######## design 1 ########
design_1/congestion.png
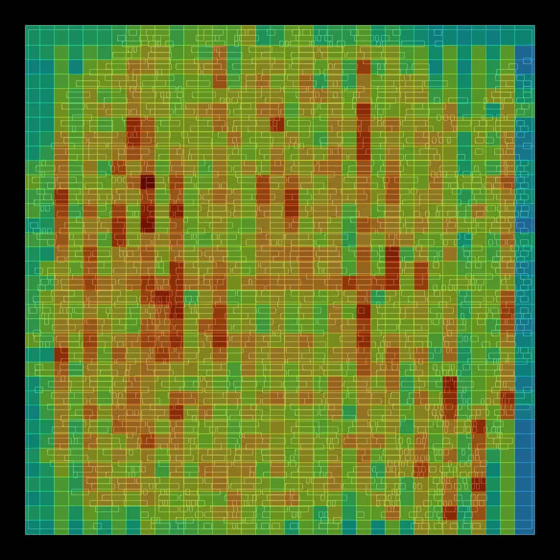

<file path="config.mk">
export PLATFORM = sky130hd
export DESIGN_NAME = pe_issue_ctrl_flat
export DESIGN_NICKNAME = d
export VERILOG_FILES = /design/src/rtl/pe_issue_ctrl_if.sv /design/src/rtl/pe_issue_ctrl.sv /design/src/flat_wrapper.sv
export SDC_FILE = /design/constraint.sdc
export NUM_CORES = 1
export LEC_CHECK = 0
export CAP_MARGIN = 20
export CELL_PAD_IN_SITES_DETAIL_PLACEMENT = 1
export CELL_PAD_IN_SITES_GLOBAL_PLACEMENT = 1
export CORE_UTILIZATION = 40
export DETAILED_ROUTE_END_ITERATION = 12
export PLACE_DENSITY_LB_ADDON = 0.1
export SLEW_MARGIN = 15
export SYNTH_ARGS = -nofsm -noshare
export SYNTH_HDL_FRONTEND = slang
export SYNTH_SLANG_ARGS = --single-unit
</file>
<file path="constraint.sdc">
create_clock -name clk -period 5.6 [get_ports clk]
set_clock_uncertainty 0.15 [all_clocks]
set_input_delay 0.84 -clock clk [delete_from_list [all_inputs] [get_ports clk]]
set_output_delay 0.84 -clock clk [all_outputs]
set_load 0.03 [all_outputs]
</file>
<file path="src/rtl/pe_issue_ctrl_if.sv">
// pe_issue_ctrl_if: stream, instruction-store, command and data_mem control bundle for pe_issue_ctrl
interface pe_issue_ctrl_if #(
  parameter int DATA_WIDTH = 16,
  parameter int INST_WIDTH = 32,
  parameter int IM_ADDR_WIDTH = 4
);
  logic din_v;
  logic din_rdy;
  logic [DATA_WIDTH*2-1:0] din;
  logic [1:0] din_type;
  logic imem_we;
  logic [IM_ADDR_WIDTH-1:0] imem_addr;
  logic [INST_WIDTH-1:0] imem_din;
  logic start;
  logic [IM_ADDR_WIDTH:0] inst_num;
  logic shift_start;
  logic [7:0] shift_len;
  logic wea, web, wec, wed;
  logic [DATA_WIDTH*2-1:0] dina;
  logic rden;
  logic inst_v;
  logic [INST_WIDTH-1:0] inst;
  logic shift_v;
  logic busy;
  logic done;
  modport master (
    output din_v, din, din_type, imem_we, imem_addr, imem_din, start, inst_num, shift_start, shift_len,
    input din_rdy, wea, web, wec, wed, dina, rden, inst_v, inst, shift_v, busy, done
  );
  modport slave (
    input din_v, din, din_type, imem_we, imem_addr, imem_din, start, inst_num, shift_start, shift_len,
    output din_rdy, wea, web, wec, wed, dina, rden, inst_v, inst, shift_v, busy, done
  );
endinterface

</file>
<file path="src/rtl/pe_issue_ctrl.sv">
// pe_issue_ctrl: registers load/shift/tx writes into data_mem, issues the stored program and
// times the matching write-back strobes; loads are only accepted while idle so they never meet wed.
module pe_issue_ctrl #(
  parameter int DATA_WIDTH = 16,
  parameter int INST_WIDTH = 32,
  parameter int IM_ADDR_WIDTH = 4,
  parameter int WB_LAT = 6
) (
  input logic clk,
  input logic rst,
  pe_issue_ctrl_if.slave bus
);
  localparam int DEPTH = 2 ** IM_ADDR_WIDTH;
  localparam int NW = IM_ADDR_WIDTH + 1;
  localparam int CW = NW > 8 ? NW : 8;
  typedef enum logic [1:0] {IDLE, RUN, DRAIN, SHIFT} state_t;
  state_t state, state_n;
  logic [CW-1:0] cnt, cnt_n;
  logic [IM_ADDR_WIDTH-1:0] pc, pc_n;
  logic inst_v, inst_v_n, shift_v, shift_v_n, done, done_n;
  logic [INST_WIDTH-1:0] inst, inst_n;
  logic [WB_LAT-1:0] wb, wb_nxt;
  logic [INST_WIDTH-1:0] imem [DEPTH];
  logic [NW-1:0] n_clamp;
  logic acc;
  logic wea, web, wec;
  logic [DATA_WIDTH*2-1:0] dina;
  assign n_clamp = bus.inst_num > NW'(DEPTH) ? NW'(DEPTH) : bus.inst_num;
  assign wb_nxt = WB_LAT'({wb, inst_v});
  assign bus.din_rdy = (state == IDLE) & ~rst;
  assign acc = bus.din_v & bus.din_rdy;
  assign bus.busy = state != IDLE;
  assign bus.rden = state != IDLE;
  assign bus.inst_v = inst_v;
  assign bus.inst = inst;
  assign bus.shift_v = shift_v;
  assign bus.done = done;
  assign bus.wed = wb[WB_LAT-1];
  assign bus.wea = wea;
  assign bus.web = web;
  assign bus.wec = wec;
  assign bus.dina = dina;
  always_ff @(posedge clk or posedge rst) begin
    if (rst) begin
      state <= IDLE;
      cnt <= '0;
      pc <= '0;
      inst_v <= 1'b0;
      inst <= '0;
      shift_v <= 1'b0;
      done <= 1'b0;
      wb <= '0;
    end else begin
      state <= state_n;
      cnt <= cnt_n;
      pc <= pc_n;
      inst_v <= inst_v_n;
      inst <= inst_n;
      shift_v <= shift_v_n;
      done <= done_n;
      wb <= wb_nxt;
    end
  end
  // cnt holds the issues/shifts still owed after the one being registered this cycle
  always_comb begin
    state_n = state;
    cnt_n = cnt;
    pc_n = pc;
    inst_v_n = 1'b0;
    inst_n = inst;
    shift_v_n = 1'b0;
    done_n = 1'b0;
    case (state)
      IDLE: begin
        if (bus.start) begin
          if (n_clamp == '0) done_n = 1'b1;
          else begin
            state_n = RUN;
            inst_v_n = 1'b1;
            inst_n = imem[0];
            pc_n = IM_ADDR_WIDTH'(1);
            cnt_n = CW'(n_clamp) - 1'b1;
          end
        end else if (bus.shift_start) begin
          if (bus.shift_len == '0) done_n = 1'b1;
          else begin
            state_n = SHIFT;
            shift_v_n = 1'b1;
            cnt_n = CW'(bus.shift_len) - 1'b1;
          end
        end
      end
      RUN: begin
        if (cnt != '0) begin
          inst_v_n = 1'b1;
          inst_n = imem[pc];
          pc_n = pc + 1'b1;
          cnt_n = cnt - 1'b1;
        end else state_n = DRAIN;
      end
      DRAIN: begin
        state_n = wb_nxt == '0 ? IDLE : DRAIN;
        done_n = wb_nxt == '0;
      end
      SHIFT: begin
        if (cnt != '0) begin
          shift_v_n = 1'b1;
          cnt_n = cnt - 1'b1;
        end else begin
          state_n = IDLE;
          done_n = 1'b1;
        end
      end
      default: state_n = IDLE;
    endcase
  end
  always_ff @(posedge clk or posedge rst) begin
    if (rst) begin
      wea <= 1'b0;
      web <= 1'b0;
      wec <= 1'b0;
      dina <= '0;
    end else begin
      wea <= acc & (bus.din_type == 2'd0);
      web <= acc & (bus.din_type == 2'd1);
      wec <= acc & (bus.din_type == 2'd2);
      dina <= acc && bus.din_type != 2'd3 ? bus.din : dina;
    end
  end
  // program store survives reset, so it lives outside the reset domain
  always_ff @(posedge clk) begin
    if (bus.imem_we && state == IDLE && !rst) imem[bus.imem_addr] <= bus.imem_din;
  end
endmodule

</file>
<file path="src/flat_wrapper.sv">
// flat-port wrapper written by rule: the top's interface ports become plain ports
module pe_issue_ctrl_flat 
#(
  parameter int DATA_WIDTH = 16,
  parameter int INST_WIDTH = 32,
  parameter int IM_ADDR_WIDTH = 4,
  parameter int WB_LAT = 6
)
  (clk, rst, bus_din_v, bus_din, bus_din_type, bus_imem_we, bus_imem_addr, bus_imem_din, bus_start, bus_inst_num, bus_shift_start, bus_shift_len, bus_din_rdy, bus_wea, bus_web, bus_wec, bus_wed, bus_dina, bus_rden, bus_inst_v, bus_inst, bus_shift_v, bus_busy, bus_done);
  pe_issue_ctrl_if #(.DATA_WIDTH(DATA_WIDTH), .INST_WIDTH(INST_WIDTH), .IM_ADDR_WIDTH(IM_ADDR_WIDTH)) bus_i ();
  input logic clk;
  input logic rst;
  input wire logic [$bits(bus_i.din_v)-1:0] bus_din_v;
  input wire logic [$bits(bus_i.din)-1:0] bus_din;
  input wire logic [$bits(bus_i.din_type)-1:0] bus_din_type;
  input wire logic [$bits(bus_i.imem_we)-1:0] bus_imem_we;
  input wire logic [$bits(bus_i.imem_addr)-1:0] bus_imem_addr;
  input wire logic [$bits(bus_i.imem_din)-1:0] bus_imem_din;
  input wire logic [$bits(bus_i.start)-1:0] bus_start;
  input wire logic [$bits(bus_i.inst_num)-1:0] bus_inst_num;
  input wire logic [$bits(bus_i.shift_start)-1:0] bus_shift_start;
  input wire logic [$bits(bus_i.shift_len)-1:0] bus_shift_len;
  output wire logic [$bits(bus_i.din_rdy)-1:0] bus_din_rdy;
  output wire logic [$bits(bus_i.wea)-1:0] bus_wea;
  output wire logic [$bits(bus_i.web)-1:0] bus_web;
  output wire logic [$bits(bus_i.wec)-1:0] bus_wec;
  output wire logic [$bits(bus_i.wed)-1:0] bus_wed;
  output wire logic [$bits(bus_i.dina)-1:0] bus_dina;
  output wire logic [$bits(bus_i.rden)-1:0] bus_rden;
  output wire logic [$bits(bus_i.inst_v)-1:0] bus_inst_v;
  output wire logic [$bits(bus_i.inst)-1:0] bus_inst;
  output wire logic [$bits(bus_i.shift_v)-1:0] bus_shift_v;
  output wire logic [$bits(bus_i.busy)-1:0] bus_busy;
  output wire logic [$bits(bus_i.done)-1:0] bus_done;
  assign bus_i.din_v = bus_din_v;
  assign bus_i.din = bus_din;
  assign bus_i.din_type = bus_din_type;
  assign bus_i.imem_we = bus_imem_we;
  assign bus_i.imem_addr = bus_imem_addr;
  assign bus_i.imem_din = bus_imem_din;
  assign bus_i.start = bus_start;
  assign bus_i.inst_num = bus_inst_num;
  assign bus_i.shift_start = bus_shift_start;
  assign bus_i.shift_len = bus_shift_len;
  assign bus_din_rdy = bus_i.din_rdy;
  assign bus_wea = bus_i.wea;
  assign bus_web = bus_i.web;
  assign bus_wec = bus_i.wec;
  assign bus_wed = bus_i.wed;
  assign bus_dina = bus_i.dina;
  assign bus_rden = bus_i.rden;
  assign bus_inst_v = bus_i.inst_v;
  assign bus_inst = bus_i.inst;
  assign bus_shift_v = bus_i.shift_v;
  assign bus_busy = bus_i.busy;
  assign bus_done = bus_i.done;
  pe_issue_ctrl #(.DATA_WIDTH(DATA_WIDTH), .INST_WIDTH(INST_WIDTH), .IM_ADDR_WIDTH(IM_ADDR_WIDTH), .WB_LAT(WB_LAT)) u_core (.clk(clk), .rst(rst), .bus(bus_i));
endmodule
</file>
######## design 2 ########
===== config.mk =====
export PLATFORM = sky130hd
export DESIGN_NAME = sum_differencer
export DESIGN_NICKNAME = d
export VERILOG_FILES = /design/src/rtl/sum_differencer_pkg.sv /design/src/rtl/sum_differencer_ramp_checker.sv /design/src/rtl/sum_differencer.sv
export SDC_FILE = /design/constraint.sdc
export NUM_CORES = 1
export LEC_CHECK = 0
export CORE_MARGIN = 2
export CORE_UTILIZATION = 33
export CTS_CLUSTER_SIZE = 8
export DETAILED_ROUTE_END_ITERATION = 7
export PLACE_DENSITY = 0.5
export SYNTH_ARGS = -nofsm -noshare
export SYNTH_HDL_FRONTEND = slang
export SYNTH_SLANG_ARGS = --single-unit

===== constraint.sdc =====
create_clock -name clk -period 4.1 [get_ports clk]
set_input_delay 0.82 -clock clk [delete_from_list [all_inputs] [get_ports clk]]
set_output_delay 0.82 -clock clk [all_outputs]
set_load 0.1 [all_outputs]

===== src/rtl/sum_differencer_pkg.sv =====
// sum_pkg: shared widths and ramp-checker state encoding for the sum differencer.
//   SUM_W_DEF - default width of the incoming running sum
//   IN_W_DEF  - default width of a recovered sample
//   ERR_W_DEF - default width of the saturating sequence-error counter
//   chk_state_e - ramp checker states (hunt, track, fault)
package sum_pkg;

    localparam int unsigned SUM_W_DEF = 11;
    localparam int unsigned IN_W_DEF  = 5;
    localparam int unsigned ERR_W_DEF = 8;

    typedef enum logic [1:0] {
        StHunt  = 2'd0,
        StTrack = 2'd1,
        StFault = 2'd2
    } chk_state_e;

endpackage


===== src/rtl/sum_differencer_ramp_checker.sv =====
// ramp_checker: checks recovered samples against an incrementing ramp.
// Steps once per strobe. It locks on the first sample after reset, counts a
// mismatch (saturating) and drops to fault, then resyncs on the next sample.
//   clk           - clock, rising edge
//   resetn        - synchronous active-low reset
//   step_i        - a new sample is available this cycle
//   s_i           - the new sample
//   range_err_i   - the new sample overflowed its width
//   locked_o      - checker is tracking the ramp (registered)
//   seq_err_cnt_o - saturating count of ramp mismatches
module ramp_checker
    import sum_pkg::*;
#(
    parameter int unsigned IN_W  = IN_W_DEF,
    parameter int unsigned ERR_W = ERR_W_DEF
) (
    input  logic             clk,
    input  logic             resetn,
    input  logic             step_i,
    input  logic [IN_W-1:0]  s_i,
    input  logic             range_err_i,
    output logic             locked_o,
    output logic [ERR_W-1:0] seq_err_cnt_o
);

    chk_state_e       state_q;
    logic [IN_W-1:0]  ref_q;
    logic [IN_W-1:0]  ref_inc;
    logic             locked_q;
    logic [ERR_W-1:0] cnt_q;

    // Ramp expectation wraps modulo 2^IN_W.
    assign ref_inc = ref_q + IN_W'(1);

    always_ff @(posedge clk) begin
        if (!resetn) begin
            state_q  <= StHunt;
            ref_q    <= '0;
            locked_q <= 1'b0;
            cnt_q    <= '0;
        end else if (step_i) begin
            case (state_q)
                // Hunt and fault both adopt the current sample as the new reference.
                StHunt, StFault: begin
                    ref_q    <= s_i;
                    state_q  <= StTrack;
                    locked_q <= 1'b1;
                end
                StTrack: begin
                    if ((s_i == ref_inc) && !range_err_i) begin
                        ref_q <= s_i;
                    end else begin
                        if (cnt_q != '1) begin
                            cnt_q <= cnt_q + ERR_W'(1);
                        end
                        state_q  <= StFault;
                        locked_q <= 1'b0;
                    end
                end
                default: begin
                    state_q  <= StHunt;
                    locked_q <= 1'b0;
                end
            endcase
        end
    end

    assign locked_o      = locked_q;
    assign seq_err_cnt_o = cnt_q;

endmodule


===== src/rtl/sum_differencer.sv =====
// sum_differencer: recovers per-cycle samples from a running-sum stream as
// sum[n] - sum[n-1] (mod 2^SUM_W) and checks them against an incrementing ramp.
//   clk           - clock, rising edge
//   resetn        - synchronous active-low reset
//   sum_in        - running-sum beat
//   sum_valid     - sum_in valid
//   sum_ready     - a beat is accepted this cycle when sum_valid is also high
//   smp_out       - recovered sample (low IN_W bits of the difference)
//   smp_range_err - difference did not fit in IN_W bits
//   smp_valid     - smp_out valid
//   smp_ready     - downstream accepts the sample
//   locked        - ramp checker is tracking
//   seq_err_cnt   - saturating count of ramp mismatches
module sum_differencer
    import sum_pkg::*;
#(
    parameter int unsigned SUM_W = SUM_W_DEF,
    parameter int unsigned IN_W  = IN_W_DEF,
    parameter int unsigned ERR_W = ERR_W_DEF
) (
    input  logic             clk,
    input  logic             resetn,
    input  logic [SUM_W-1:0] sum_in,
    input  logic             sum_valid,
    output logic             sum_ready,
    output logic [IN_W-1:0]  smp_out,
    output logic             smp_range_err,
    output logic             smp_valid,
    input  logic             smp_ready,
    output logic             locked,
    output logic [ERR_W-1:0] seq_err_cnt
);

    logic [SUM_W-1:0] prev_sum_q;
    logic [SUM_W-1:0] diff;
    logic [IN_W-1:0]  smp_q;
    logic             range_err_q;
    logic             valid_q;
    logic             accept;
    logic             diff_range_err;

    // Single output register, no skid: accept whenever the slot is free or draining.
    assign sum_ready = !valid_q || smp_ready;
    assign accept    = sum_valid && sum_ready;

    // Modular subtraction recovers the sample even when the sum wraps.
    assign diff           = sum_in - prev_sum_q;
    assign diff_range_err = |diff[SUM_W-1:IN_W];

    always_ff @(posedge clk) begin
        if (!resetn) begin
            prev_sum_q  <= '0;
            smp_q       <= '0;
            range_err_q <= 1'b0;
            valid_q     <= 1'b0;
        end else if (accept) begin
            prev_sum_q  <= sum_in;
            smp_q       <= diff[IN_W-1:0];
            range_err_q <= diff_range_err;
            valid_q     <= 1'b1;
        end else if (smp_ready) begin
            valid_q <= 1'b0;
        end
    end

    ramp_checker #(
        .IN_W  (IN_W),
        .ERR_W (ERR_W)
    ) u_ramp_checker (
        .clk           (clk),
        .resetn        (resetn),
        .step_i        (accept),
        .s_i           (diff[IN_W-1:0]),
        .range_err_i   (diff_range_err),
        .locked_o      (locked),
        .seq_err_cnt_o (seq_err_cnt)
    );

    assign smp_out       = smp_q;
    assign smp_range_err = range_err_q;
    assign smp_valid     = valid_q;

endmodule


######## design 3 ########
### src/rtl/dsm_pkg.sv
// Shared defaults and the order encoding for the dsm_mod2 delta-sigma modulator.
package dsm_pkg;
    localparam int DSM_W = 16;
    localparam int DSM_G = 4;
    localparam int DSM_K = 8;

    localparam logic DSM_ORD1 = 1'b0;
    localparam logic DSM_ORD2 = 1'b1;
endpackage

### src/rtl/dsm_integrator.sv
// Saturating signed accumulator. The clamped next value is exported combinationally
// so a following stage can chain off it within the same advance cycle.
module dsm_integrator #(
    parameter int N = 21
) (
    input  logic                clk,
    input  logic                reset,
    input  logic                ce,
    input  logic                clr,
    input  logic signed [N:0]   delta,
    output logic signed [N-1:0] sum,
    output logic                sat_hit
);
    localparam logic signed [N+1:0] MAXV = {3'b000, {(N-1){1'b1}}};
    localparam logic signed [N+1:0] MINV = {3'b111, {(N-1){1'b0}}};

    logic signed [N-1:0] acc;
    logic signed [N+1:0] raw;

    // Two extra bits hold acc + delta without wrap before clamping.
    assign raw = {{2{acc[N-1]}}, acc} + {delta[N], delta};

    always_comb begin
        sum     = raw[N-1:0];
        sat_hit = 1'b0;
        if (raw > MAXV) begin
            sum     = MAXV[N-1:0];
            sat_hit = 1'b1;
        end else if (raw < MINV) begin
            sum     = MINV[N-1:0];
            sat_hit = 1'b1;
        end
    end

    always_ff @(posedge clk or posedge reset) begin
        if (reset) begin
            acc <= '0;
        end else if (clr) begin
            acc <= '0;
        end else if (ce) begin
            acc <= sum;
        end
    end
endmodule

### src/rtl/dsm_mod2.sv
// First/second order delta-sigma modulator with saturating integrators,
// sticky overflow flag and a windowed ones-density monitor.
module dsm_mod2
    import dsm_pkg::*;
#(
    parameter int W = DSM_W,
    parameter int G = DSM_G,
    parameter int K = DSM_K
) (
    input  logic         clk,
    input  logic         reset,
    input  logic         ce,
    input  logic         order,
    input  logic [W-1:0] alpha,
    input  logic         clr_ovf,
    output logic         bit_out,
    output logic         ovf,
    output logic [K:0]   density,
    output logic         density_valid
);
    localparam int N = W + G + 1;
    localparam logic signed [N-1:0] THR = {{(N-W){1'b0}}, 1'b1, {(W-1){1'b0}}};

    logic                order_q;
    logic                restart;
    logic                adv;
    logic                ord2;
    logic signed [N:0]   fb;
    logic signed [N:0]   delta1;
    logic signed [N:0]   delta2;
    logic signed [N-1:0] s1;
    logic signed [N-1:0] s2;
    logic signed [N-1:0] q;
    logic                hit1;
    logic                hit2;
    logic                b;
    logic                clamp;
    logic [K-1:0]        wcnt;
    logic [K:0]          ones;
    logic [K:0]          ones_b;

    // An order change restarts the loop and takes priority over ce.
    assign restart = (order != order_q);
    assign adv     = ce & ~restart;
    assign ord2    = (order_q == DSM_ORD2);

    assign fb     = {{(N-W){1'b0}}, bit_out, {W{1'b0}}};
    assign delta1 = {{(N+1-W){1'b0}}, alpha} - fb;
    assign delta2 = {s1[N-1], s1} - fb;

    dsm_integrator #(.N(N)) u_i1 (
        .clk     (clk),
        .reset   (reset),
        .ce      (adv),
        .clr     (restart),
        .delta   (delta1),
        .sum     (s1),
        .sat_hit (hit1)
    );

    // Held at zero while running first order.
    dsm_integrator #(.N(N)) u_i2 (
        .clk     (clk),
        .reset   (reset),
        .ce      (adv & ord2),
        .clr     (restart | (order_q == DSM_ORD1)),
        .delta   (delta2),
        .sum     (s2),
        .sat_hit (hit2)
    );

    assign q      = ord2 ? s2 : s1;
    assign b      = (q >= THR);
    assign clamp  = hit1 | (hit2 & ord2);
    assign ones_b = ones + {{K{1'b0}}, b};

    always_ff @(posedge clk or posedge reset) begin
        if (reset) begin
            order_q       <= DSM_ORD1;
            bit_out       <= 1'b0;
            wcnt          <= '0;
            ones          <= '0;
            density       <= '0;
            density_valid <= 1'b0;
        end else if (restart) begin
            order_q       <= order;
            bit_out       <= 1'b0;
            wcnt          <= '0;
            ones          <= '0;
            density_valid <= 1'b0;
        end else if (adv) begin
            bit_out <= b;
            wcnt    <= wcnt + 1'b1;
            if (&wcnt) begin
                density       <= ones_b;
                density_valid <= 1'b1;
                ones          <= '0;
            end else begin
                ones          <= ones_b;
                density_valid <= 1'b0;
            end
        end else begin
            density_valid <= 1'b0;
        end
    end

    // Set has priority over clear so a clamp is never lost.
    always_ff @(posedge clk or posedge reset) begin
        if (reset) begin
            ovf <= 1'b0;
        end else if (adv & clamp) begin
            ovf <= 1'b1;
        end else if (clr_ovf) begin
            ovf <= 1'b0;
        end
    end
endmodule

### config.mk
export PLATFORM = sky130hd
export DESIGN_NAME = dsm_mod2
export DESIGN_NICKNAME = d
export VERILOG_FILES = /design/src/rtl/dsm_pkg.sv /design/src/rtl/dsm_integrator.sv /design/src/rtl/dsm_mod2.sv
export SDC_FILE = /design/constraint.sdc
export NUM_CORES = 1
export LEC_CHECK = 0
export CAP_MARGIN = 30
export CORE_UTILIZATION = 28
export CTS_BUF_LIST = sky130_fd_sc_hd__clkbuf_4
export DETAILED_ROUTE_END_ITERATION = 12
export SYNTH_ARGS = -nofsm -noshare
export SYNTH_HDL_FRONTEND = slang
export SYNTH_HIERARCHICAL = 1
export SYNTH_SLANG_ARGS = --single-unit
### constraint.sdc
create_clock -name clk -period 8.8 [get_ports clk]
set_clock_uncertainty 0.15 [all_clocks]
set_input_delay 0.88 -clock clk [delete_from_list [all_inputs] [get_ports clk]]
set_output_delay 0.88 -clock clk [all_outputs]
set_load 0.01 [all_outputs]

==> notes/layouts.md <==
Pictures saved along the way, in no particular order.

Sequential cells grouped by signal name.
image #1
The bar under the picture is 50 µm long.
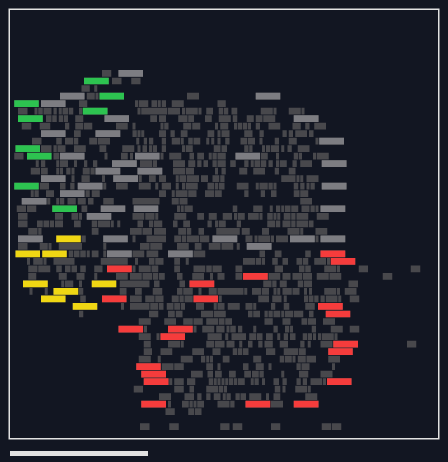
image #2
The bar under the picture is 50 µm long.
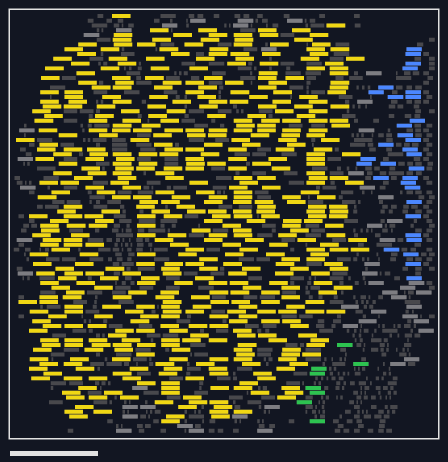
image #3
The bar under the picture is 20 µm long.
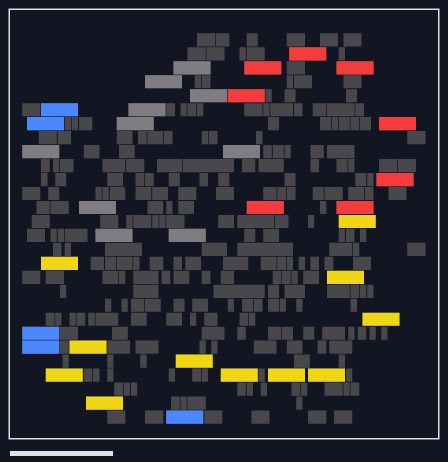
Image #1 comes from design 3.
Image #2 comes from design 1.
Image #3 comes from design 2.
Of these, most sequential cells: image #2
Of these, fewest sequential cells: image #3

design_1/wires.png
Only two layers are drawn.
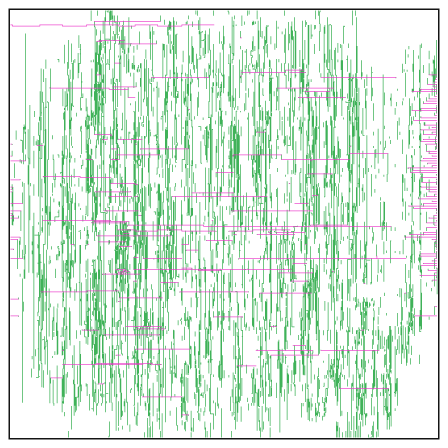
color	layer	wire length
magenta	metal 3	2780 µm
green	metal 2	27.5 mm
final WL: 56300 µm
number of vias in the routed layout: 12200

About design_1/congestion.png:
most used routing layer: met2
global-route usage over all layers: 19.5%

==> results.env, design 1 <==
YOSYSMOSTFREQUENTCELL='sky130_fd_sc_hd__edfxtp_1'
TOP_REGS='u_core.imem: 512 flops, u_core.bus.dina: 32 flops, u_core.bus.inst: 32 flops'
TIMING.SETUP.CRITICAL_PATH_CLASS='reg -> out'
GRT_PASS1_WL_UM=85900
SYNTH_NETS=1309
MET3ROUTEDLENGTH_UM=2780
TOTAL_I_O_PIN_COUNT=163
HOLD_VIOL=0
FINAL_LAYOUT_SIZE_SUFFIX_GT1_SHARE_PCT=19.5
WIRELENGTH_MET1_UM=25100
TOP_LAYER='met4'
FINISH.CELL_COUNT_WITHOUT_FILLERS=2222
DRV_SLEW=0
UNREPAIRED_SETUP_ENDPOINTS_AFTER_GLOBAL_ROUTING='no'
FINAL_PERIOD_MINUS_WORST_SETUP_SLACK_PS=4160
STARTPOINT_TYPE='flip-flop'
POWER_TOP_CONSUMER='registers'
MAX_SLEW.WORST_PIN.SLEW_PS=1050
RUN_STATUS='finished, final reports clean'
CRITICAL_PATH.SLOWEST_CELL='sky130_fd_sc_hd__clkdlybuf4s50_1'
SETUP.WORST_PATH.START='u_core.state[0]'
TIMING.CRITICAL_PATH.MAX_DELAY_FAMILY='buffers and inverters'
FINAL.SIGNAL_BUFFER_COUNT=199
DRT_FIRST_ITER_VIOLATIONS=876
CTS.REPAIR_TIMING.SETUP_BUFFER_COUNT=0
ARRIVAL_PS=3170
SYNTH-ADDER-AREA-SHARE_PCT=0.534
STAGE_LOG_WARNINGS=31
LAYOUT_TOP_CELLS_EXCL_FILL_TAP='sky130_fd_sc_hd__edfxtp_1 (512), sky130_fd_sc_hd__clkdlybuf4s50_1 (162), sky130_fd_sc_hd__mux4_2 (128)'
SETUP-TNS-FINAL_PS=0
COMPOUND_AREA_SHARE_PCT=5.48
POST-LAYOUT-TOTAL-POWER_W=0.0130
MAXIMUM_FANOUT_ALONG_THE_WORST_PATH=13
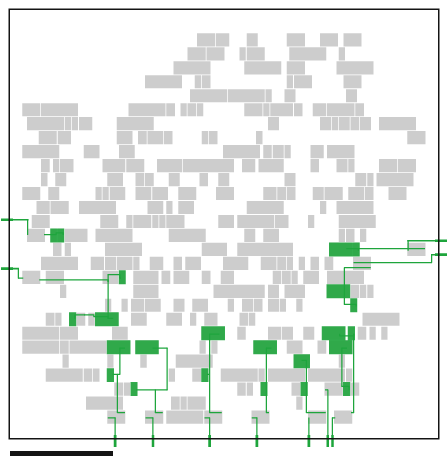
design_2/io_fan.png
The bar under the picture is 20 µm long.
color	port	bits	direction	edge	end cells	buffers	wire
green	sum_in	11	input	7 south, 2 west, 2 east	23	11	257 µm
Buffers on Ports: 31
total I/O pin count: 32

==> results.env, design 2 <==
WIRELENGTH_MET1_UM=2320
NETLIST-CELL-TYPE-COUNT=49
SETUP.WORST_PATH.START='sum_in[0]'
CORE_AREA_UM2=5990
WORSTREG2REGEND='u_ramp_checker.ref_q[1]'
NONCLKBUFAREAFRAC_PCT=13.1
INSERTEDDIODECOUNT=0
PATH_CLK_SLEW_PS=70
CRIT_PATH_END='u_ramp_checker.ref_q[1]'
MAX_FLOP_REGISTER='prev_sum_q'
DRT_FIRST_ITER_VIOLATIONS=55
CRITICAL_PATH_REQUIRED_PS=4290
MET3ROUTEDLENGTH_UM=136
MAX_FREQ_MHz=274
SYNTH-EDFF-COUNT=0
YS_ASYNC_SR_FRACTION_PCT=0
POWER_TOP_CONSUMER='registers'
ANTENNA_FOUND_INITIAL=0
INTPOWER_W=0.000647
NUM_ROWS=28
POWER_PER_CELL_AREA_nW_PER_UM2=372
YS_WARN_COUNT=0
FINISH.CELL_COUNT_WITHOUT_FILLERS=360
SEQCELLAREA_UM2=681
CTS_RESIZED=0
LARGEST_CELLS_BY_AREA='sky130_fd_sc_hd__dfxtp_1 (33%), sky130_fd_sc_hd__nand2_1 (8.9%), sky130_fd_sc_hd__ha_1 (7.2%), sky130_fd_sc_hd__a21oi_1 (6.7%), sky130_fd_sc_hd__mux2i_1 (3.9%)'
GLOBALROUTEMET2UTIL_PCT=22.4
TIMING.CRITICAL_PATH.MAX_DELAY_FAMILY='AND-OR/OR-AND gates'
TOP_CELL_AREA_SHARE_PCT=32.8
RUN_STATUS='finished, final reports clean'
WIRE_PER_INST_UM=12.8
POSTSYNTHCELLCOUNT=252
GRT_MAX_DEGREE=26
R2R_CELLS=10
TOPCOMBFAMILYBYAREA='simple AND/OR/NAND/NOR gates'
CHIP_AREA_UM2=6940
COMB-POWER_W=0.000275
CRIT_PATH_FREQUENT_CELL='sky130_fd_sc_hd__xnor2_1'
DOMINANTREGCELLSYNTH='sky130_fd_sc_hd__dfxtp_1'
COMB_SHARE_PCT=50.2
COMPOUND_AREA_SHARE_PCT=20.0
YS_CHIP_AREA_UM2=2080
FP-UTILIZATION_PCT=34.7
FINAL.SIGNAL_BUFFER_COUNT=35
FINAL_PERIOD_MINUS_WORST_SETUP_SLACK_PS=3650
FIN_WORST_HOLD_SLACK_PS=454
FINAL_CORE_UTILIZATION_PCT=43.1
P_SW_SHARE_PCT=32.5
CTSHOLDBUFFERS=0
GLOBALROUTEMET1UTIL_PCT=17.5
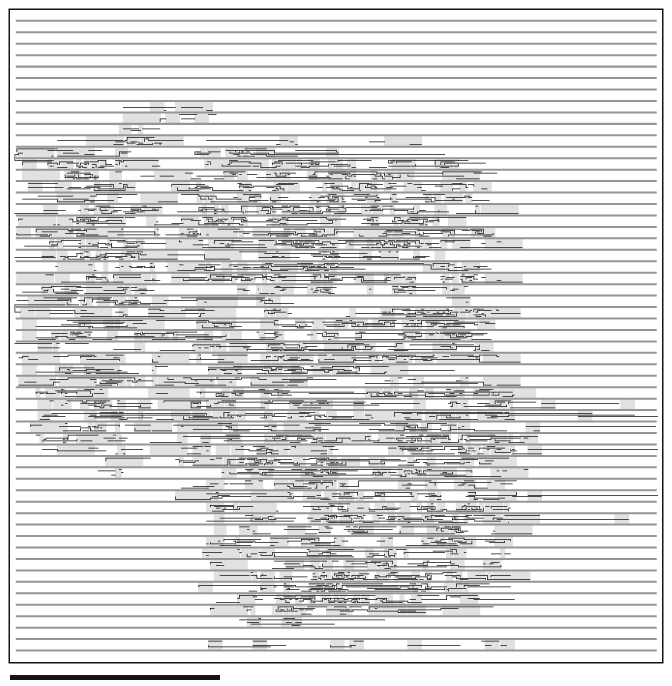
design_3/layer_met1.png
The bar under the picture is 50 µm long. Supply wires on this layer in gray. Cells faint in the background.
share of all routed wire	50%
longest straight run	41.9 µm
met1 track demand over resource in global routing: 19.9%
number of vias in the routed layout: 5537
final WL: 16700 µm

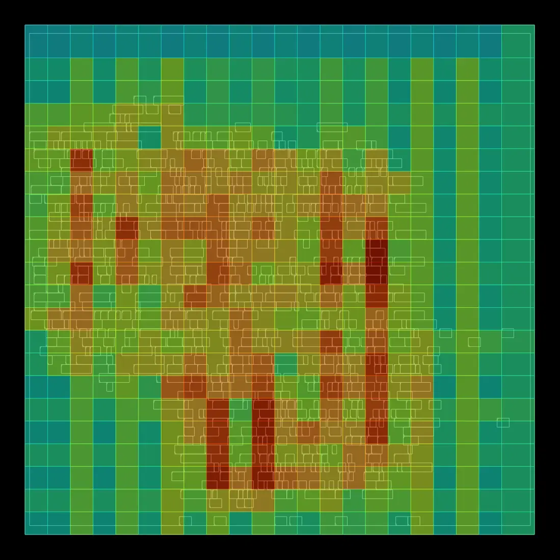
design_3/congestion.png
Final Core Density: 32.2%
global routing met3 resource utilization: 2.34%
GR Util met2: 23.2%
most used routing layer: met2

==> results.env, design 3 <==
SETUP.WORST_PATH.START='alpha[0]'
POWER.COMBINATIONAL.FRACTION_PCT=78.3
TIMING.CRITICAL_PATH.MAX_DELAY_FAMILY='AND-OR/OR-AND gates'
INTPOWER_W=0.00141
NUM-CLOCK-BUFFERS=10
GR-USAGE-ALL-LAYERS_PCT=14.5
FIN_AREA_UM2=7330
CRIT_PATH_END='density[8]'
GRT_MAX_DEGREE=39
FINALWORSTSETUPSLACK_PS=916
NONCLKBUFAREAFRAC_PCT=6.25
POSTSYNTHCELLCOUNT=733
SETUP-TNS-FINAL_PS=0
GRT_OVERFLOW=0
CTSLONGESTPATHBUFFERS=2
HOLD_PATH_CLASS='reg -> reg'
TIMING.REG2REG.SETUP_SLACK_PS=1280
HPWL_UM=12500
RUN_STATUS='finished, final reports clean'
CRITICAL_PATH_BUF_INV_COUNT=2
SEQ_POWER_SHARE_PCT=14.3
PATH_CLK_SLEW_PS=140
MAXIMUM_FANOUT_ALONG_THE_WORST_PATH=10
CRIT_PATH_FREQUENT_CELL='sky130_fd_sc_hd__ha_1'

######## design 4 ########
[src/rtl/hilo_div_unit_pkg.sv]
// hilo_pkg: shared types and constants for the HI/LO register and divide unit.
// Holds the divider state encoding, step count, divide-by-zero quotient value,
// and a small helper for taking operand magnitudes.
package hilo_pkg;

    localparam int WIDTH     = 32;
    localparam int CNT_W     = 6;
    localparam int DIV_STEPS = 32;

    // Quotient written to LO when the divisor is zero, signed or unsigned
    localparam logic [WIDTH-1:0] DIV_ZERO_QUO = 32'hFFFF_FFFF;

    typedef enum logic [1:0] {
        IDLE,
        RUN,
        FIX
    } state_e;

    // Magnitude of a two's complement operand; passes the value through when
    // the operation is unsigned or the value is already non-negative
    function automatic logic [WIDTH-1:0] absVal(input logic [WIDTH-1:0] value,
                                                input logic             isSigned);
        return (isSigned && value[WIDTH-1]) ? (~value + 1'b1) : value;
    endfunction

endpackage

[src/rtl/hilo_div_unit_div_step.sv]
// div_step: one combinational iteration of a restoring divider.
// The dividend is held in the quotient register and shifts into the partial
// remainder one bit per step while quotient bits shift in from the right.
module div_step
    import hilo_pkg::*;
(
    input  logic [WIDTH-1:0] rem_i,
    input  logic [WIDTH-1:0] quo_i,
    input  logic [WIDTH-1:0] divisor_i,
    output logic [WIDTH-1:0] rem_o,
    output logic [WIDTH-1:0] quo_o
);

    logic [WIDTH:0] shifted;

    // Shift {rem, quo} left and subtract the divisor when it fits; the
    // difference always fits in WIDTH bits because rem stays below divisor
    always_comb begin
        shifted = {rem_i, quo_i[WIDTH-1]};
        rem_o   = shifted[WIDTH-1:0];
        quo_o   = {quo_i[WIDTH-2:0], 1'b0};
        if (shifted >= {1'b0, divisor_i}) begin
            rem_o = shifted[WIDTH-1:0] - divisor_i;
            quo_o = {quo_i[WIDTH-2:0], 1'b1};
        end
    end

endmodule

[src/rtl/hilo_div_unit.sv]
// hilo_div_unit: architectural HI/LO registers plus an iterative 32-step
// restoring divider. Captures multiply products and MTHI/MTLO writes, and
// holds busy high while a DIV/DIVU runs so the CPU can stall HI/LO users.
// Optional build macro DIV_ZERO_FAST_EN: a divide by zero skips the
// iteration phase and completes one edge after it starts.
module hilo_div_unit #(
    parameter int WIDTH = 32,
    parameter int CNT_W = 6
) (
    input  logic             clk,
    input  logic             reset,
    input  logic             mult_en,
    input  logic [WIDTH-1:0] alu_hi,
    input  logic [WIDTH-1:0] alu_lo,
    input  logic             div_start,
    input  logic             unsign,
    input  logic [WIDTH-1:0] dividend,
    input  logic [WIDTH-1:0] divisor,
    input  logic             mthi,
    input  logic             mtlo,
    input  logic [WIDTH-1:0] wdata,
    output logic [WIDTH-1:0] hi,
    output logic [WIDTH-1:0] lo,
    output logic             busy,
    output logic             div_done
);

    import hilo_pkg::*;

    localparam logic [CNT_W-1:0] LAST_STEP = CNT_W'(DIV_STEPS - 1);

    state_e           state_q;
    logic [CNT_W-1:0] cnt_q;
    logic [WIDTH-1:0] rem_q;
    logic [WIDTH-1:0] quo_q;
    logic [WIDTH-1:0] div_q;
    logic [WIDTH-1:0] origDividend_q;
    logic             quoNeg_q;
    logic             remNeg_q;
    logic             divZero_q;
    logic [WIDTH-1:0] hi_q;
    logic [WIDTH-1:0] lo_q;
    logic             busy_q;
    logic             done_q;

    logic [WIDTH-1:0] rem_d;
    logic [WIDTH-1:0] quo_d;

    div_step u_div_step (
        .rem_i     (rem_q),
        .quo_i     (quo_q),
        .divisor_i (div_q),
        .rem_o     (rem_d),
        .quo_o     (quo_d)
    );

    // Control FSM and HI/LO ownership: accepts one operation in IDLE, iterates
    // in RUN, applies sign fix-up and writes the result in FIX
    always_ff @(posedge clk or posedge reset) begin
        if (reset) begin
            state_q        <= IDLE;
            cnt_q          <= '0;
            rem_q          <= '0;
            quo_q          <= '0;
            div_q          <= '0;
            origDividend_q <= '0;
            quoNeg_q       <= 1'b0;
            remNeg_q       <= 1'b0;
            divZero_q      <= 1'b0;
            hi_q           <= '0;
            lo_q           <= '0;
            busy_q         <= 1'b0;
            done_q         <= 1'b0;
        end else begin
            done_q <= 1'b0;
            case (state_q)
                IDLE: begin
                    if (div_start) begin
                        quo_q          <= absVal(dividend, !unsign);
                        div_q          <= absVal(divisor, !unsign);
                        rem_q          <= '0;
                        cnt_q          <= '0;
                        origDividend_q <= dividend;
                        quoNeg_q       <= !unsign && (dividend[WIDTH-1] ^ divisor[WIDTH-1]);
                        remNeg_q       <= !unsign && dividend[WIDTH-1];
                        divZero_q      <= (divisor == '0);
                        busy_q         <= 1'b1;
`ifdef DIV_ZERO_FAST_EN
                        state_q        <= (divisor == '0) ? FIX : RUN;
`else
                        state_q        <= RUN;
`endif
                    end else if (mult_en) begin
                        hi_q <= alu_hi;
                        lo_q <= alu_lo;
                    end else begin
                        if (mthi) hi_q <= wdata;
                        if (mtlo) lo_q <= wdata;
                    end
                end
                RUN: begin
                    rem_q <= rem_d;
                    quo_q <= quo_d;
                    cnt_q <= cnt_q + 1'b1;
                    if (cnt_q == LAST_STEP) begin
                        state_q <= FIX;
                    end
                end
                FIX: begin
                    if (divZero_q) begin
                        hi_q <= origDividend_q;
                        lo_q <= DIV_ZERO_QUO;
                    end else begin
                        hi_q <= remNeg_q ? (~rem_q + 1'b1) : rem_q;
                        lo_q <= quoNeg_q ? (~quo_q + 1'b1) : quo_q;
                    end
                    busy_q  <= 1'b0;
                    done_q  <= 1'b1;
                    state_q <= IDLE;
                end
                default: begin
                    state_q <= IDLE;
                    busy_q  <= 1'b0;
                end
            endcase
        end
    end

    assign hi       = hi_q;
    assign lo       = lo_q;
    assign busy     = busy_q;
    assign div_done = done_q;

endmodule

[config.mk]
export PLATFORM = sky130hd
export DESIGN_NAME = hilo_div_unit
export DESIGN_NICKNAME = d
export VERILOG_FILES = /design/src/rtl/hilo_div_unit_pkg.sv /design/src/rtl/hilo_div_unit_div_step.sv /design/src/rtl/hilo_div_unit.sv
export SDC_FILE = /design/constraint.sdc
export NUM_CORES = 1
export LEC_CHECK = 0
export CAP_MARGIN = 40
export CORE_UTILIZATION = 50
export CTS_BUF_LIST = sky130_fd_sc_hd__clkbuf_4 sky130_fd_sc_hd__clkbuf_8
export DETAILED_ROUTE_END_ITERATION = 8
export PLACE_DENSITY = 0.86
export SYNTH_ARGS = -nofsm -noshare
export SYNTH_HDL_FRONTEND = slang
export SYNTH_HIERARCHICAL = 1
export SYNTH_SLANG_ARGS = --single-unit
[constraint.sdc]
create_clock -name clk -period 10.3 [get_ports clk]
set_input_delay 2.06 -clock clk [delete_from_list [all_inputs] [get_ports clk]]
set_output_delay 2.06 -clock clk [all_outputs]
set_load 0.01 [all_outputs]
######## design 5 ########
===== src/rtl/uart_tx_arb.sv =====
// uart_tx_arb
//   Two-requester round-robin arbiter in front of a single UART transmitter.
//   A grant captures the winner's byte onto uart_din, strobes uart_start and
//   acks the winner for one cycle.  The arbiter then waits for the UART to go
//   busy, and then for it to go idle again.
//   If busy never rises within TIMEOUT cycles, the launch is abandoned and err
//   pulses.
//
// Ports
//   clk, rst              clock; synchronous active-low reset
//   req0/data0/ack0       requester 0: request, byte, capture pulse
//   req1/data1/ack1       requester 1: request, byte, capture pulse
//   uart_din, uart_start  byte and one-cycle launch strobe to the UART
//   uart_busy             UART busy flag
//   grant_id              owner of the current or most recent frame
//   done, err             one-cycle pulses: frame finished / launch timed out
//   idle                  registered "state == IDLE"
module uart_tx_arb #(
    parameter int unsigned TIMEOUT = 15
) (
    input  logic       clk,
    input  logic       rst,
    input  logic       req0,
    input  logic [7:0] data0,
    output logic       ack0,
    input  logic       req1,
    input  logic [7:0] data1,
    output logic       ack1,
    output logic [7:0] uart_din,
    output logic       uart_start,
    input  logic       uart_busy,
    output logic       grant_id,
    output logic       done,
    output logic       err,
    output logic       idle
);

    typedef enum logic [1:0] {
        IDLE      = 2'd0,
        WAIT_BUSY = 2'd1,
        WAIT_DONE = 2'd2
    } state_t;

    localparam logic [7:0] TMO = 8'(TIMEOUT);

    state_t     state;
    logic       last;
    logic [7:0] cnt;
    logic       pick;

    // On contention the requester that did not win last time goes next.
    always_comb begin
        pick = 1'b0;
        if (req0 && req1) pick = ~last;
        else              pick = req1;
    end

    always_ff @(posedge clk) begin
        if (!rst) begin
            state      <= IDLE;
            last       <= 1'b1;
            grant_id   <= 1'b0;
            uart_din   <= 8'h00;
            uart_start <= 1'b0;
            ack0       <= 1'b0;
            ack1       <= 1'b0;
            done       <= 1'b0;
            err        <= 1'b0;
            idle       <= 1'b1;
            cnt        <= 8'h00;
        end else begin
            uart_start <= 1'b0;
            ack0       <= 1'b0;
            ack1       <= 1'b0;
            done       <= 1'b0;
            err        <= 1'b0;
            case (state)
                IDLE: begin
                    // The done/err pulse cycle is already IDLE; hold off the
                    // next grant for that one cycle.
                    if (!done && !err && (req0 || req1)) begin
                        uart_din   <= pick ? data1 : data0;
                        uart_start <= 1'b1;
                        ack0       <= ~pick;
                        ack1       <= pick;
                        grant_id   <= pick;
                        last       <= pick;
                        cnt        <= 8'h00;
                        state      <= WAIT_BUSY;
                        idle       <= 1'b0;
                    end
                end
                WAIT_BUSY: begin
                    // busy wins over timeout when both happen together
                    if (uart_busy) begin
                        state <= WAIT_DONE;
                    end else if (cnt == TMO) begin
                        err   <= 1'b1;
                        state <= IDLE;
                        idle  <= 1'b1;
                    end else begin
                        cnt <= cnt + 8'd1;
                    end
                end
                WAIT_DONE: begin
                    if (!uart_busy) begin
                        done  <= 1'b1;
                        state <= IDLE;
                        idle  <= 1'b1;
                    end
                end
                default: begin
                    state <= IDLE;
                    idle  <= 1'b1;
                end
            endcase
        end
    end

endmodule

===== config.mk =====
export PLATFORM = sky130hd
export DESIGN_NAME = uart_tx_arb
export DESIGN_NICKNAME = d
export VERILOG_FILES = /design/src/rtl/uart_tx_arb.sv
export SDC_FILE = /design/constraint.sdc
export NUM_CORES = 1
export LEC_CHECK = 0
export ABC_AREA = 1
export CAP_MARGIN = 15
export CORE_MARGIN = 4
export CORE_UTILIZATION = 46
export DETAILED_ROUTE_END_ITERATION = 10
export PLACE_DENSITY = 0.83
export SYNTH_ARGS = -nofsm -noshare
export SYNTH_HDL_FRONTEND = slang
export SYNTH_SLANG_ARGS = --single-unit

===== constraint.sdc =====
create_clock -name clk -period 1.45 [get_ports clk]
set_clock_uncertainty 0.1 [all_clocks]
set_input_delay 0.145 -clock clk [delete_from_list [all_inputs] [get_ports clk]]
set_output_delay 0.145 -clock clk [all_outputs]
set_load 0.05 [all_outputs]

design_4/power_grid.png
Pins as bars on the die edge. Tap cells in gray.
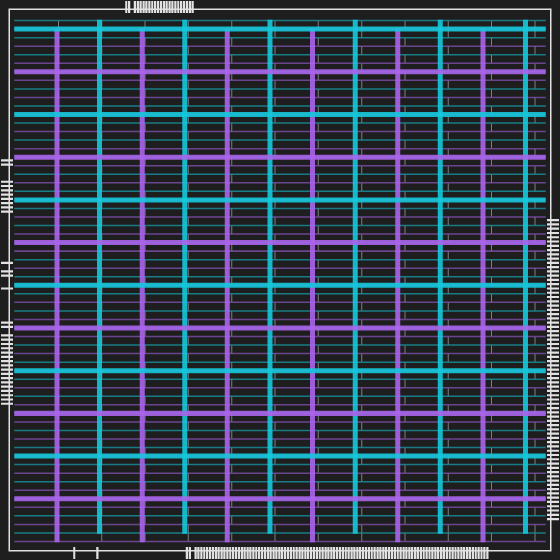
color	net
purple	VSS
cyan	VDD
met1 rails	62
met4 straps	12
rows	61
signal pins	233
tap cells	378

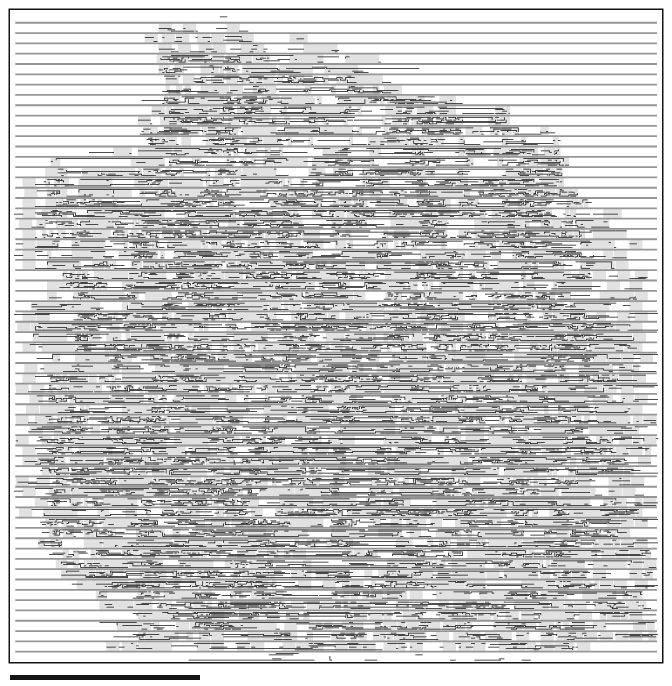
design_4/layer_met1.png
The bar under the picture is 50 µm long. Supply wires on this layer in gray. Cells faint in the background.
nets with wire on the layer	1933
share of all routed wire	41%
main direction	horizontal
longest straight run	55.9 µm

==> results.env, design 4 <==
HPWL_UM=37500
SYNTH_NETS=1981
SLEW_HEADROOM_PCT=43.2
POST_SYNTH_MOST_FREQUENT_CELLS='sky130_fd_sc_hd__nand2_1 (274), sky130_fd_sc_hd__dfrtp_1 (205), sky130_fd_sc_hd__a21oi_1 (165)'
CRIT_CELLS=9
DIE.SIZE.X_UM=172
YS_ASYNC_SR_FRACTION_PCT=100
SWITCHINGPOWER_W=0.00227
MIN_DELAY_WORST_ENDPOINT='lo[18]'
FIN_AREA_UM2=17500
CTSHOLDBUFFERS=0
ANTENNA_VIOLATING_NETS_LEFT=0
FINAL_LAYOUT_TOP_LOGIC_CELL='sky130_fd_sc_hd__nand2_1'
POST_DRT_VIA_CELL_RATIO=6.34
NFLOPSANDLATCHES=205
RUN_STATUS='finished, final reports clean'
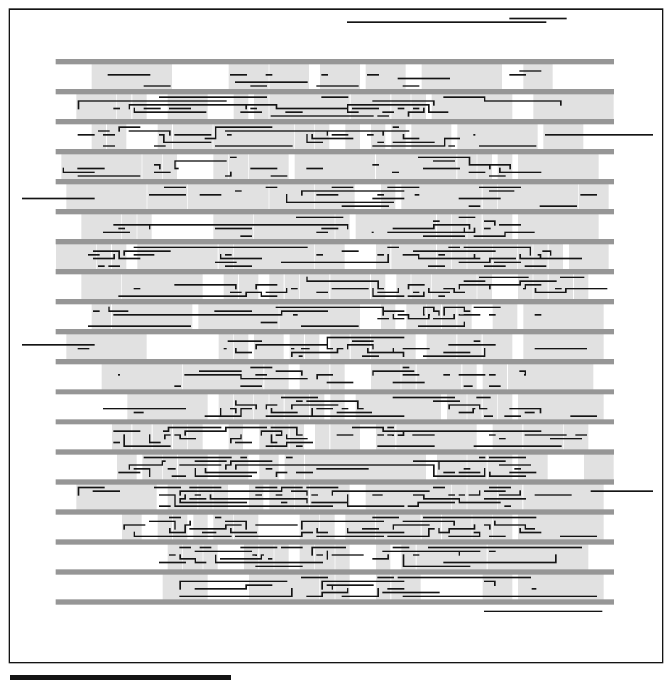
design_5/layer_met1.png
The bar under the picture is 20 µm long. Supply wires on this layer in gray. Cells faint in the background.
main direction	horizontal
wire length on this layer	1460 µm
share of all routed wire	41%
final WL: 3560 µm
number of vias in the routed layout: 1354
met1 track demand over resource in global routing: 27.9%

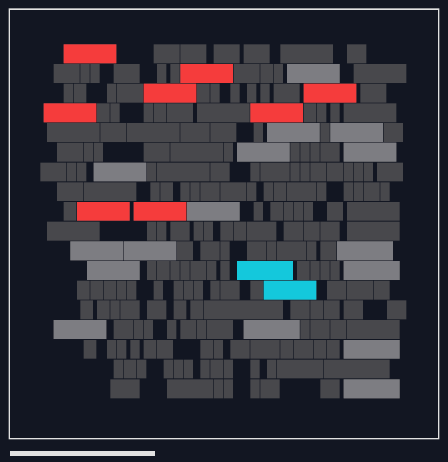
design_5/flops_by_reg.png
The bar under the picture is 20 µm long.
color	signal	sequential cells
red	uart_din	8
cyan	state	2
not colored	16

==> results.env, design 5 <==
DRV_CAP=0
WIRE_PER_INST_UM=13.9
LARGEST_CELLS_BY_AREA='sky130_fd_sc_hd__dfxtp_1 (43%), sky130_fd_sc_hd__nand2_1 (18%), sky130_fd_sc_hd__nand3_1 (9.2%), sky130_fd_sc_hd__nor2_1 (5.3%), sky130_fd_sc_hd__inv_1 (4.1%)'
MAX_FREQ_MHz=706
YS_CHIP_AREA_UM2=1200
HPWL_UM=2600
ANTENNA_VIOLATING_NETS_LEFT=0
DRC_ERRORS=0
NFLOPSANDLATCHES=26
CRITICAL_PATH_REQUIRED_PS=1590
CLKLATENCYLATEPIN_PS=320
SYNTH-ADDER-AREA-SHARE_PCT=1.04
WELL_TAP_COUNT=30
SETUP.WORST_PATH.START='cnt[1]'
TIMING.SETUP.CRITICAL_PATH_CLASS='reg -> reg'
POSTSYNTHCELLCOUNT=172
YS_WARN_COUNT=0
CTS.SINKS=26
BUSIEST_LAYER='met2'
GRT_PASS1_WL_UM=5860
MIN_DELAY_WORST_ENDPOINT='uart_din[0]'
DRV_SLEW=0
POSTSYNTHSEQSHARE_PCT=43.4
INSERTEDDIODECOUNT=0
FINAL.SIGNAL_BUFFER_COUNT=49
DRT_FIRST_ITER_VIOLATIONS=50
XOR_AREA_SHARE_PCT=0
POST_SYNTH_MOST_FREQUENT_CELLS='sky130_fd_sc_hd__nand2_1 (57), sky130_fd_sc_hd__dfxtp_1 (26), sky130_fd_sc_hd__nand3_1 (22)'
HOLD_VIOL=0
MAXIMUM_FANOUT_ALONG_THE_WORST_PATH=7
CLOCK_POWER_SHARE_PCT=25.6
POST_DRT_VIA_CELL_RATIO=5.27
FINAL_LAYOUT_SIZE_SUFFIX_GT1_SHARE_PCT=29.1
STARTPOINT_TYPE='flip-flop'
CTSHOLDBUFFERS=0
RUN_STATUS='finished, final reports clean'

## Gallery

Metal layers overlaid.
Only two layers are drawn.
(a)
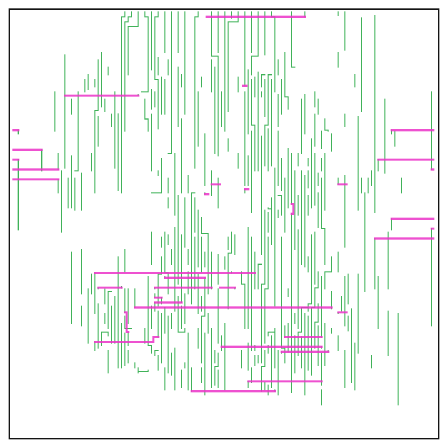
(b)
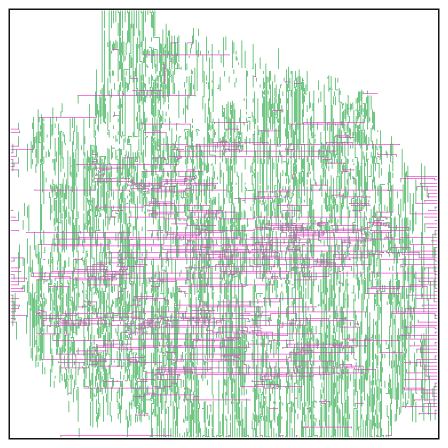
- most wire: (b)
(b) comes from design 4.
(a) comes from design 5.



==> screenshots <==
Nets reached from selected ports.
panel A
The bar under the picture is 50 µm long.
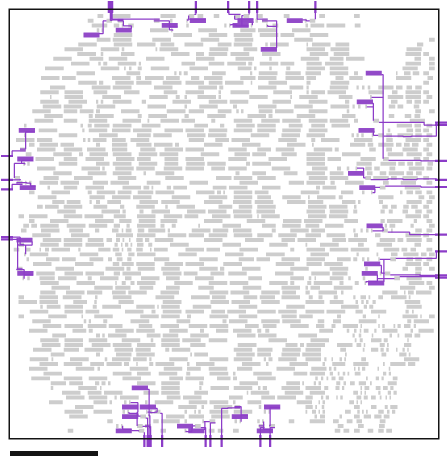
panel B
The bar under the picture is 50 µm long.
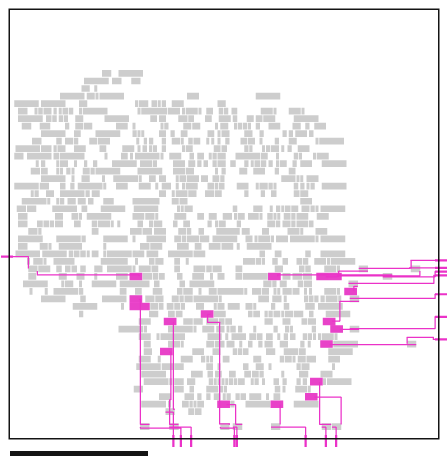
panel C
The bar under the picture is 20 µm long.
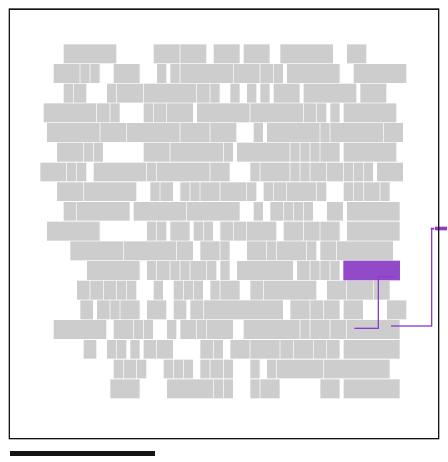
panel D
The bar under the picture is 50 µm long.
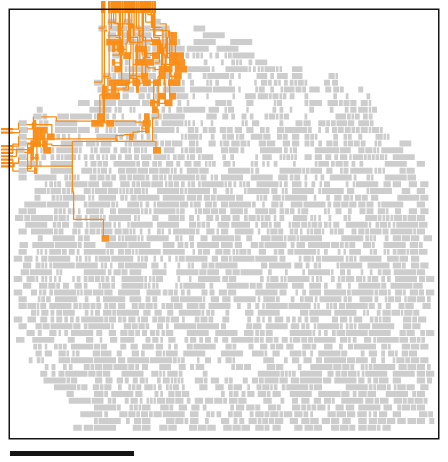
Of these, smallest die: panel C
Design 1 is panel A.
Design 5 is panel C.
Design 3 is panel B.
Design 4 is panel D.

Key to panel B:
color	port	bits	direction	edge	end cells	buffers	wire
magenta	alpha	16	input	8 south, 7 east, 1 west	17	16	673 µm

